######## design 1 ########
$ cat src/rtl/deserializer.sv
// Serial frame receiver: captures WIDTH-bit MSB-first frames after a Start marker and presents
// them through a valid/ready holding register. Optional DESERIALIZER_PATTERN_CHECK_EN macro.
module deserializer #(
  parameter int unsigned WIDTH       = 27,
  parameter int unsigned START_DELAY = 0,
  parameter int unsigned CNT_WIDTH   = 16
) (
  input  logic                 ClkOut,
  input  logic                 Reset,
  input  logic                 DataIn,
  input  logic                 Start,
  input  logic                 EnTestPattern,
  input  logic                 DataOutReady,
  output logic [WIDTH-1:0]     DataOut,
  output logic                 DataOutValid,
  output logic                 Busy,
  output logic [CNT_WIDTH-1:0] FrameCnt,
  output logic [7:0]           OverflowCnt,
  output logic                 AbortFlag
`ifdef DESERIALIZER_PATTERN_CHECK_EN
  ,
  output logic [CNT_WIDTH-1:0] PatternErrCnt,
  output logic                 PatternOk
`endif
);

  localparam int unsigned BitW = (WIDTH > 2) ? $clog2(WIDTH) : 1;
  localparam logic [BitW-1:0] LastBit = BitW'(WIDTH - 1);
  localparam logic [3:0] DelayInit = 4'(START_DELAY);

  if (WIDTH < 2) begin : g_width_min
    $error("deserializer: WIDTH must be at least 2");
  end
  if (START_DELAY > 15) begin : g_delay_range
    $error("deserializer: START_DELAY must be in 0..15");
  end

  typedef enum logic [1:0] {StIdle, StWait, StShift} state_e;

  state_e           state_q;
  logic [WIDTH-2:0] sr_q;
  logic [BitW-1:0]  bit_cnt_q;
  logic [3:0]       dly_q;

  logic [WIDTH-1:0] word;
  logic             last_sample;
  logic             load_word;
  logic             drop_word;

  // The completing word includes the bit being sampled on this edge.
  assign word        = {sr_q, DataIn};
  assign last_sample = (state_q == StShift) && (bit_cnt_q == LastBit);
  assign load_word   = last_sample && (!DataOutValid || DataOutReady);
  assign drop_word   = last_sample && DataOutValid && !DataOutReady;
  assign Busy        = (state_q != StIdle);

  always_ff @(posedge ClkOut) begin
    if (Reset) begin
      state_q      <= StIdle;
      sr_q         <= '0;
      bit_cnt_q    <= '0;
      dly_q        <= '0;
      DataOut      <= '0;
      DataOutValid <= 1'b0;
      FrameCnt     <= '0;
      OverflowCnt  <= '0;
      AbortFlag    <= 1'b0;
    end else begin
      if (Start) begin
        // A Start on the final sample chains frames; anywhere else mid-frame it aborts.
        state_q   <= (START_DELAY > 0) ? StWait : StShift;
        dly_q     <= DelayInit;
        bit_cnt_q <= '0;
        sr_q      <= '0;
        if (Busy && !last_sample) AbortFlag <= 1'b1;
      end else begin
        unique case (state_q)
          StWait: begin
            if (dly_q == 4'd1) state_q <= StShift;
            else               dly_q   <= dly_q - 4'd1;
          end
          StShift: begin
            sr_q <= word[WIDTH-2:0];
            if (last_sample) begin
              state_q   <= StIdle;
              bit_cnt_q <= '0;
            end else begin
              bit_cnt_q <= bit_cnt_q + BitW'(1);
            end
          end
          default: ;
        endcase
      end

      if (load_word) begin
        DataOut      <= word;
        DataOutValid <= 1'b1;
      end else if (DataOutValid && DataOutReady) begin
        DataOutValid <= 1'b0;
      end

      if (drop_word && (OverflowCnt != 8'hFF)) OverflowCnt <= OverflowCnt + 8'd1;
      if (last_sample) FrameCnt <= FrameCnt + CNT_WIDTH'(1);
    end
  end

`ifdef DESERIALIZER_PATTERN_CHECK_EN
  localparam logic [WIDTH-1:0] TestPattern = WIDTH'(27'h4AACC0F);

  if (WIDTH != 27) begin : g_pattern_width
    $error("deserializer: pattern check requires WIDTH == 27");
  end

  always_ff @(posedge ClkOut) begin
    if (Reset) begin
      PatternErrCnt <= '0;
      PatternOk     <= 1'b0;
    end else if (last_sample && EnTestPattern) begin
      if (word == TestPattern) begin
        PatternOk <= 1'b1;
      end else begin
        PatternOk <= 1'b0;
        if (PatternErrCnt != '1) PatternErrCnt <= PatternErrCnt + CNT_WIDTH'(1);
      end
    end
  end
`else
  logic unused_en_test_pattern;
  assign unused_en_test_pattern = EnTestPattern;
`endif

endmodule

$ cat config.mk
export PLATFORM = sky130hd
export DESIGN_NAME = deserializer
export DESIGN_NICKNAME = d
export VERILOG_FILES = /design/src/rtl/deserializer.sv
export SDC_FILE = /design/constraint.sdc
export NUM_CORES = 1
export LEC_CHECK = 0
export ABC_AREA = 1
export CAP_MARGIN = 5
export CORE_ASPECT_RATIO = 1.1
export CORE_UTILIZATION = 52
export CTS_CLUSTER_DIAMETER = 50
export DETAILED_ROUTE_END_ITERATION = 7
export PLACE_DENSITY = 0.89
export SKIP_LAST_GASP = 1
export SLEW_MARGIN = 5
export SYNTH_ARGS = -nofsm -noshare
export SYNTH_HDL_FRONTEND = slang
export SYNTH_SLANG_ARGS = --single-unit
export TNS_END_PERCENT = 10
$ cat constraint.sdc
create_clock -name ClkOut -period 1.9 [get_ports ClkOut]
set_input_delay 0.475 -clock ClkOut [delete_from_list [all_inputs] [get_ports ClkOut]]
set_output_delay 0.475 -clock ClkOut [all_outputs]
set_load 0.005 [all_outputs]
######## design 2 ########
### src/rtl/grf_pkg.sv
// Shared constants and trace-entry type for the writeback register file.
package grf_pkg;

  localparam int unsigned GRF_NUM     = 32;
  localparam logic [4:0]  ZERO_REG    = 5'd0;
  localparam logic [4:0]  RA_REG      = 5'd31;
  localparam int unsigned TRACE_DEPTH = 4;

  typedef struct packed {
    logic [31:0] pc;
    logic [4:0]  addr;
    logic [31:0] data;
  } trace_entry_t;

endpackage

### src/rtl/grf_trace_fifo.sv
// Write-trace FIFO: registered valid/ready output, drop-on-full with sticky overflow.
module grf_trace_fifo
  import grf_pkg::*;
(
  input  logic         clk_i,
  input  logic         rst_ni,
  input  logic         push_i,
  input  trace_entry_t entry_i,
  output logic         valid_o,
  input  logic         ready_i,
  output trace_entry_t entry_o,
  output logic         overflow_o
);

  localparam int unsigned PtrW = $clog2(TRACE_DEPTH);
  localparam int unsigned CntW = $clog2(TRACE_DEPTH + 1);
  localparam logic [CntW-1:0] CntFull = CntW'(TRACE_DEPTH);

  trace_entry_t          mem_q [TRACE_DEPTH];
  trace_entry_t          mem_d [TRACE_DEPTH];
  logic [PtrW-1:0]       wptr_q, wptr_d, rptr_q, rptr_d;
  logic [CntW-1:0]       count_q, count_d;
  logic                  overflow_q, overflow_d;
  logic                  pop, push_ok;

  assign valid_o    = (count_q != '0);
  assign entry_o    = valid_o ? mem_q[rptr_q] : '0;
  assign overflow_o = overflow_q;

  always_comb begin
    mem_d      = mem_q;
    wptr_d     = wptr_q;
    rptr_d     = rptr_q;
    count_d    = count_q;
    overflow_d = overflow_q;
    pop        = valid_o && ready_i;
    // A full FIFO still accepts a push when the oldest entry leaves on the same edge.
    push_ok    = push_i && ((count_q != CntFull) || pop);
    if (push_ok) begin
      mem_d[wptr_q] = entry_i;
      wptr_d        = wptr_q + 1'b1;
    end
    if (pop) begin
      rptr_d = rptr_q + 1'b1;
    end
    if (push_ok && !pop) begin
      count_d = count_q + 1'b1;
    end else if (pop && !push_ok) begin
      count_d = count_q - 1'b1;
    end
    if (push_i && !push_ok) begin
      overflow_d = 1'b1;
    end
  end

  always_ff @(posedge clk_i or negedge rst_ni) begin
    if (!rst_ni) begin
      for (int i = 0; i < TRACE_DEPTH; i++) begin
        mem_q[i] <= '0;
      end
      wptr_q     <= '0;
      rptr_q     <= '0;
      count_q    <= '0;
      overflow_q <= 1'b0;
    end else begin
      mem_q      <= mem_d;
      wptr_q     <= wptr_d;
      rptr_q     <= rptr_d;
      count_q    <= count_d;
      overflow_q <= overflow_d;
    end
  end

endmodule

### src/rtl/grf_wb.sv
// 32x32 register file written from writeback, with a write-trace stream.
// Define GRF_WB_BYPASS_EN for write-first forwarding of WD onto RD1/RD2.
module grf_wb
  import grf_pkg::*;
(
  input  logic        clk,
  input  logic        reset,
  input  logic [4:0]  A1,
  input  logic [4:0]  A2,
  output logic [31:0] RD1,
  output logic [31:0] RD2,
  input  logic        WE,
  input  logic [4:0]  A3,
  input  logic [31:0] WD,
  input  logic [31:0] PC,
  output logic        trace_valid,
  input  logic        trace_ready,
  output logic [31:0] trace_pc,
  output logic [4:0]  trace_addr,
  output logic [31:0] trace_data,
  output logic        trace_overflow
);

  logic [31:0]  regs_q [GRF_NUM];
  logic [31:0]  regs_d [GRF_NUM];
  logic         wr_en;
  trace_entry_t push_entry, head_entry;

  assign wr_en = WE && (A3 != ZERO_REG);

  always_comb begin
    regs_d = regs_q;
    if (wr_en) begin
      regs_d[A3] = WD;
    end
  end

  always_ff @(posedge clk or negedge reset) begin
    if (!reset) begin
      for (int i = 0; i < GRF_NUM; i++) begin
        regs_q[i] <= '0;
      end
    end else begin
      regs_q <= regs_d;
    end
  end

  // $0 is never written, so regs_q[0] stays zero; the guard keeps it explicit.
  always_comb begin
    RD1 = (A1 == ZERO_REG) ? '0 : regs_q[A1];
    RD2 = (A2 == ZERO_REG) ? '0 : regs_q[A2];
`ifdef GRF_WB_BYPASS_EN
    if (wr_en && (A3 == A1)) begin
      RD1 = WD;
    end
    if (wr_en && (A3 == A2)) begin
      RD2 = WD;
    end
`endif
  end

  assign push_entry = '{pc: PC, addr: A3, data: WD};

  grf_trace_fifo u_trace_fifo (
    .clk_i      (clk),
    .rst_ni     (reset),
    .push_i     (wr_en),
    .entry_i    (push_entry),
    .valid_o    (trace_valid),
    .ready_i    (trace_ready),
    .entry_o    (head_entry),
    .overflow_o (trace_overflow)
  );

  assign trace_pc   = head_entry.pc;
  assign trace_addr = head_entry.addr;
  assign trace_data = head_entry.data;

endmodule

### config.mk
export PLATFORM = sky130hd
export DESIGN_NAME = grf_wb
export DESIGN_NICKNAME = d
export VERILOG_FILES = /design/src/rtl/grf_pkg.sv /design/src/rtl/grf_trace_fifo.sv /design/src/rtl/grf_wb.sv
export SDC_FILE = /design/constraint.sdc
export NUM_CORES = 2
export LEC_CHECK = 0
export CAP_MARGIN = 10
export CORE_ASPECT_RATIO = 0.8
export CORE_MARGIN = 2
export CORE_UTILIZATION = 40
export CTS_CLUSTER_DIAMETER = 40
export DETAILED_ROUTE_END_ITERATION = 6
export PLACE_DENSITY = 0.58
export RECOVER_POWER = 25
export SYNTH_ARGS = -nofsm -noshare
export SYNTH_HDL_FRONTEND = slang
export SYNTH_SLANG_ARGS = --single-unit
### constraint.sdc
create_clock -name clk -period 2.92 [get_ports clk]
set_input_delay 0.292 -clock clk [delete_from_list [all_inputs] [get_ports clk]]
set_output_delay 0.292 -clock clk [all_outputs]
set_load 0.01 [all_outputs]
### Track usage over the die, design 2

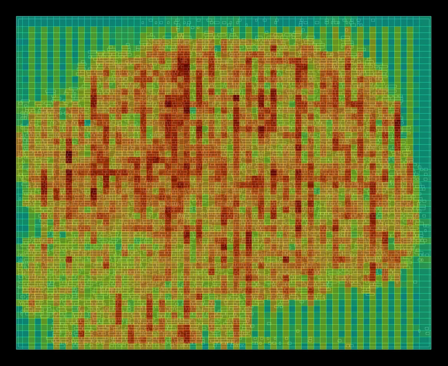
average wire per cell in the routed design: 31.3 µm
M2 GR Usage: 40.5%
met1 Resource Use GR: 37.8%
GRT met3 Usage: 5.38%

==> summary.txt, design 2 <==
Results of the full flow below.

Logic synthesis:
- The run gives the number of nets produced by synthesis as 4453.
- The run gives the post-synthesis simple-gate area fraction as 1.67%.
- The run gives the most frequent cell after synthesis as sky130_fd_sc_hd__dfrtp_1.
- The synthesis report lists the Yosys warning total as 0.
- The run puts the number of flops mapped to enable cells by yosys at 0.
- The run puts the adder-cell share of the synthesized area at 0.123%.
- The run gives the prevailing logic family in the synthesized netlist as multiplexers.
- The run gives the flip-flop cell with the highest count after synthesis as sky130_fd_sc_hd__dfrtp_1.

Placement:
- The run gives the placement-stage cell area as 75200 µm².
- After its last routability iteration, the placer logged a weighted congestion of 0.838.
- The run gives the total placed cells including tap cells as 6800.

Route:
- For this run, the detailed router's first-pass iteration total came to 5.
- Per the detail_route report, vias per standard cell equal 6.11.

Timing:
- The run gives the slew of the pin with the lowest slew margin as 1.48 ns.
- Setup repair after global routing could not meet its margin everywhere.
- The run gives the setup violation total in the final timing report as 0.
- The run puts the aggregate negative setup slack at 0 ns.
- Across all hold checks on the routed design, the worst slack comes to 0.180 ns.

Setup path:
- The run puts the data required time of the worst path at 2.63 ns.
- The run gives the worst-path cell with the longest stage delay as sky130_fd_sc_hd__dfrtp_1.

Power:
- The run puts the leakage power at 35.3 nW.

Clock network:
- TritonCTS created 175 clock buffers.
- The number of setup buffers added after CTS is 27.

Status:
- The flow ran to the end, and the final reports show no timing, DRC or antenna violations.

Global route:
- The number of global-route vias before repair came to 45100.

Run:
- The run gives the tool warning count as 38.

Min path:
- For the worst min-delay path, the startpoint reported by OpenROAD is PC[5].
- The run gives the type of the most critical hold path as in2reg.
- The run gives the number of stages on the worst hold path as 2.

Cells and area:
- The largest registers in the layout are regs_q x1024, u_trace_fifo.mem_q x276, u_trace_fifo.count_q x3.
- The run gives the total of clock buffers placed in the layout as 209.
- The run puts the relative area of clock buffers and inverters in the final design at 7.50%.
- The run gives the register fraction of the total cell area as 39.8%.
- Multi-input gates account for 40.2% of the area.
==> design 2: how the worst max path moves through the flow <==
stage	start	end	slack (ns)	cells after the start
final	regs_q[328]	RD1[8]	0.03	5
after global routing	regs_q[630]	RD2[22]	-0.02	7
after CTS	u_trace_fifo.rptr_q[0]	trace_addr[4]	-0.14	6
after detailed placement	A2[2]	RD2[5]	-0.43	8
after global placement	A1[0]	RD1[20]	-0.40	9
after floorplan	A1[0]	RD1[10]	0.83	7
==> design 2: where the power goes <==
part	internal, W	switching, W	leakage, nW
logic	0.0115	0.00771	15.8
registers	0.0229	0.00314	16.5
clock network	0.0137	0.00905	2.97
### Met3 routing, design 1

The bar under the picture is 20 µm long.
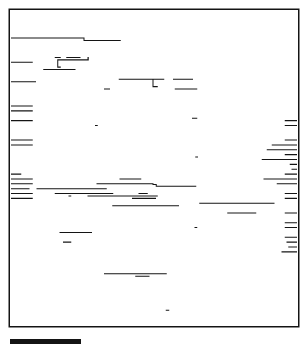
main direction: horizontal
nets with wire on the layer: 48
wire length on this layer: 421 µm

### Track usage over the die, design 1

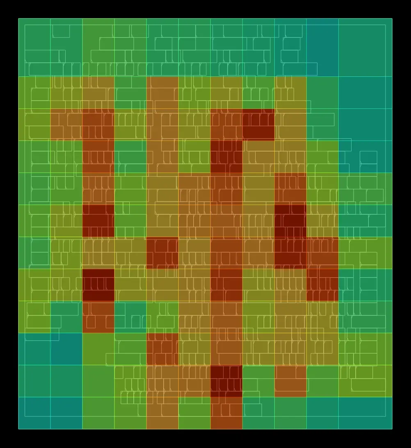
total routing usage reported by global routing: 23.1%
GRT met3 Usage: 4.23%
average wire per cell in the routed design: 12.4 µm

==> summary.txt, design 1 <==
Results of the full flow below.

Status:
- The run finished with clean final reports.

Setup path:
- In this run the worst setup path terminates at Busy.
- The run gives the flop-to-flop setup slack as 0.18 ns.
- The run gives the worst-case reg-to-reg path depth as 8.

Logic synthesis:
- The run gives the post-synthesis register bit count as 85.
- Yosys reports a chip area of 3530 µm².
- The synthesis log from Yosys contains 0 warnings.
- The run puts the part of the Yosys area used for sequential elements at 48.2%.

Cells and area:
- The run gives the fill cell total of the finished layout as 542.
- The run puts the post-route core utilization at 67.5%.

Clock network:
- The run gives the total CTS buffers as 9.
- TritonCTS built the clock tree.

Timing:
- Pins over their slew limit in the final report were tallied at 0.

Run:
- The run gives the number of maximum-capacitance violations as 0.

Global route:
- After global routing, the most crowded layer is met2.
- The first global-routing pass estimated 12.8 mm of wire.
[design 1: cell families (layout without fill, tap and decap cells)]
family	count (synthesis)	in the layout	share of synthesized area (%)
adders and majority gates	4	4	1.42
buffers and inverters	69	134	8.79
and+or+nand+nor	230	230	27.4
xor gates and xnor gates	7	7	1.74
AOI/OAI and AO/OA	86	86	12.4
DFF	85	85	48.2
[design 1: sequential cells by signal, summed over array words and instances, names as in the netlist]
| register | cells |
|---|---|
| AbortFlag | 1 |
| DataOut | 27 |
| DataOutValid | 1 |
| FrameCnt | 16 |
| OverflowCnt | 8 |
| bit_cnt_q | 5 |
| sr_q | 26 |
| state_q | 1 |

==> gallery <==
M2 wires.
picture 1
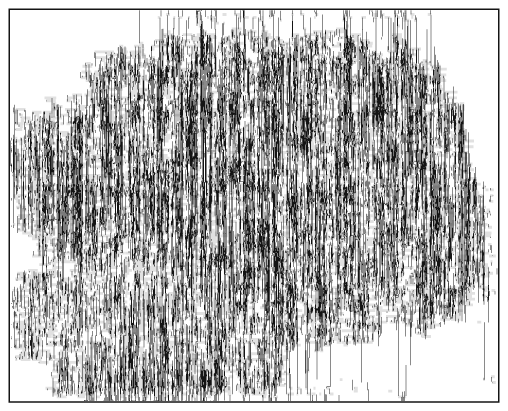
picture 2
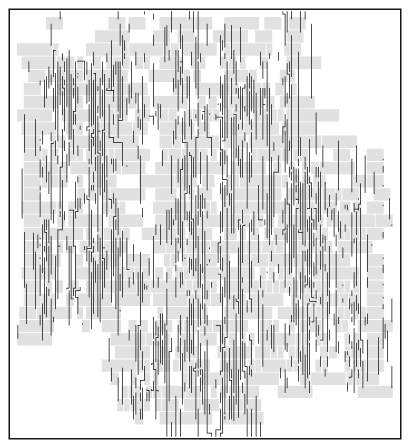
For design 1, see picture 2.
For design 2, see picture 1.



==> layout pictures side by side <==
Where the registers sit.
Other sequential cells in the stronger grey, the rest of the logic in the fainter grey.
panel A
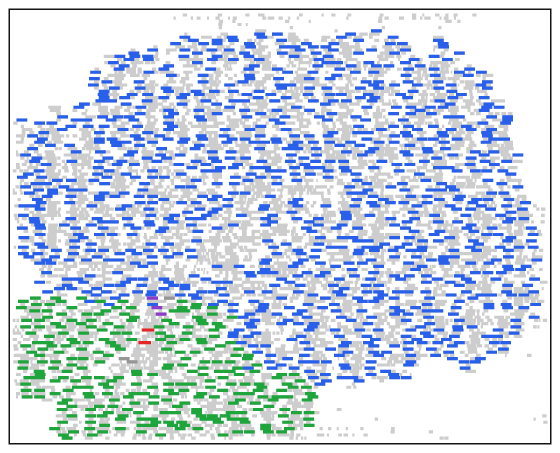
panel B
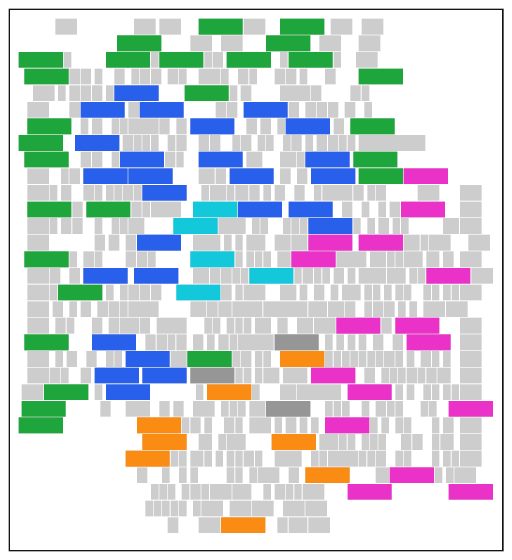
- panel A = design 2
- panel B = design 1
- most cells: panel A

Key to panel B:
legend:
  green:
    signal: DataOut
    sequential_cells: 27
    where: spread over the die
  magenta:
    signal: FrameCnt
    sequential_cells: 16
  cyan:
    signal: bit_cnt_q
    sequential_cells: 5
    where: middle
  orange:
    signal: OverflowCnt
    sequential_cells: 8
    where: bottom middle
  blue:
    signal: sr_q
    sequential_cells: 26

Power is estimated from default activity; no workload was simulated.
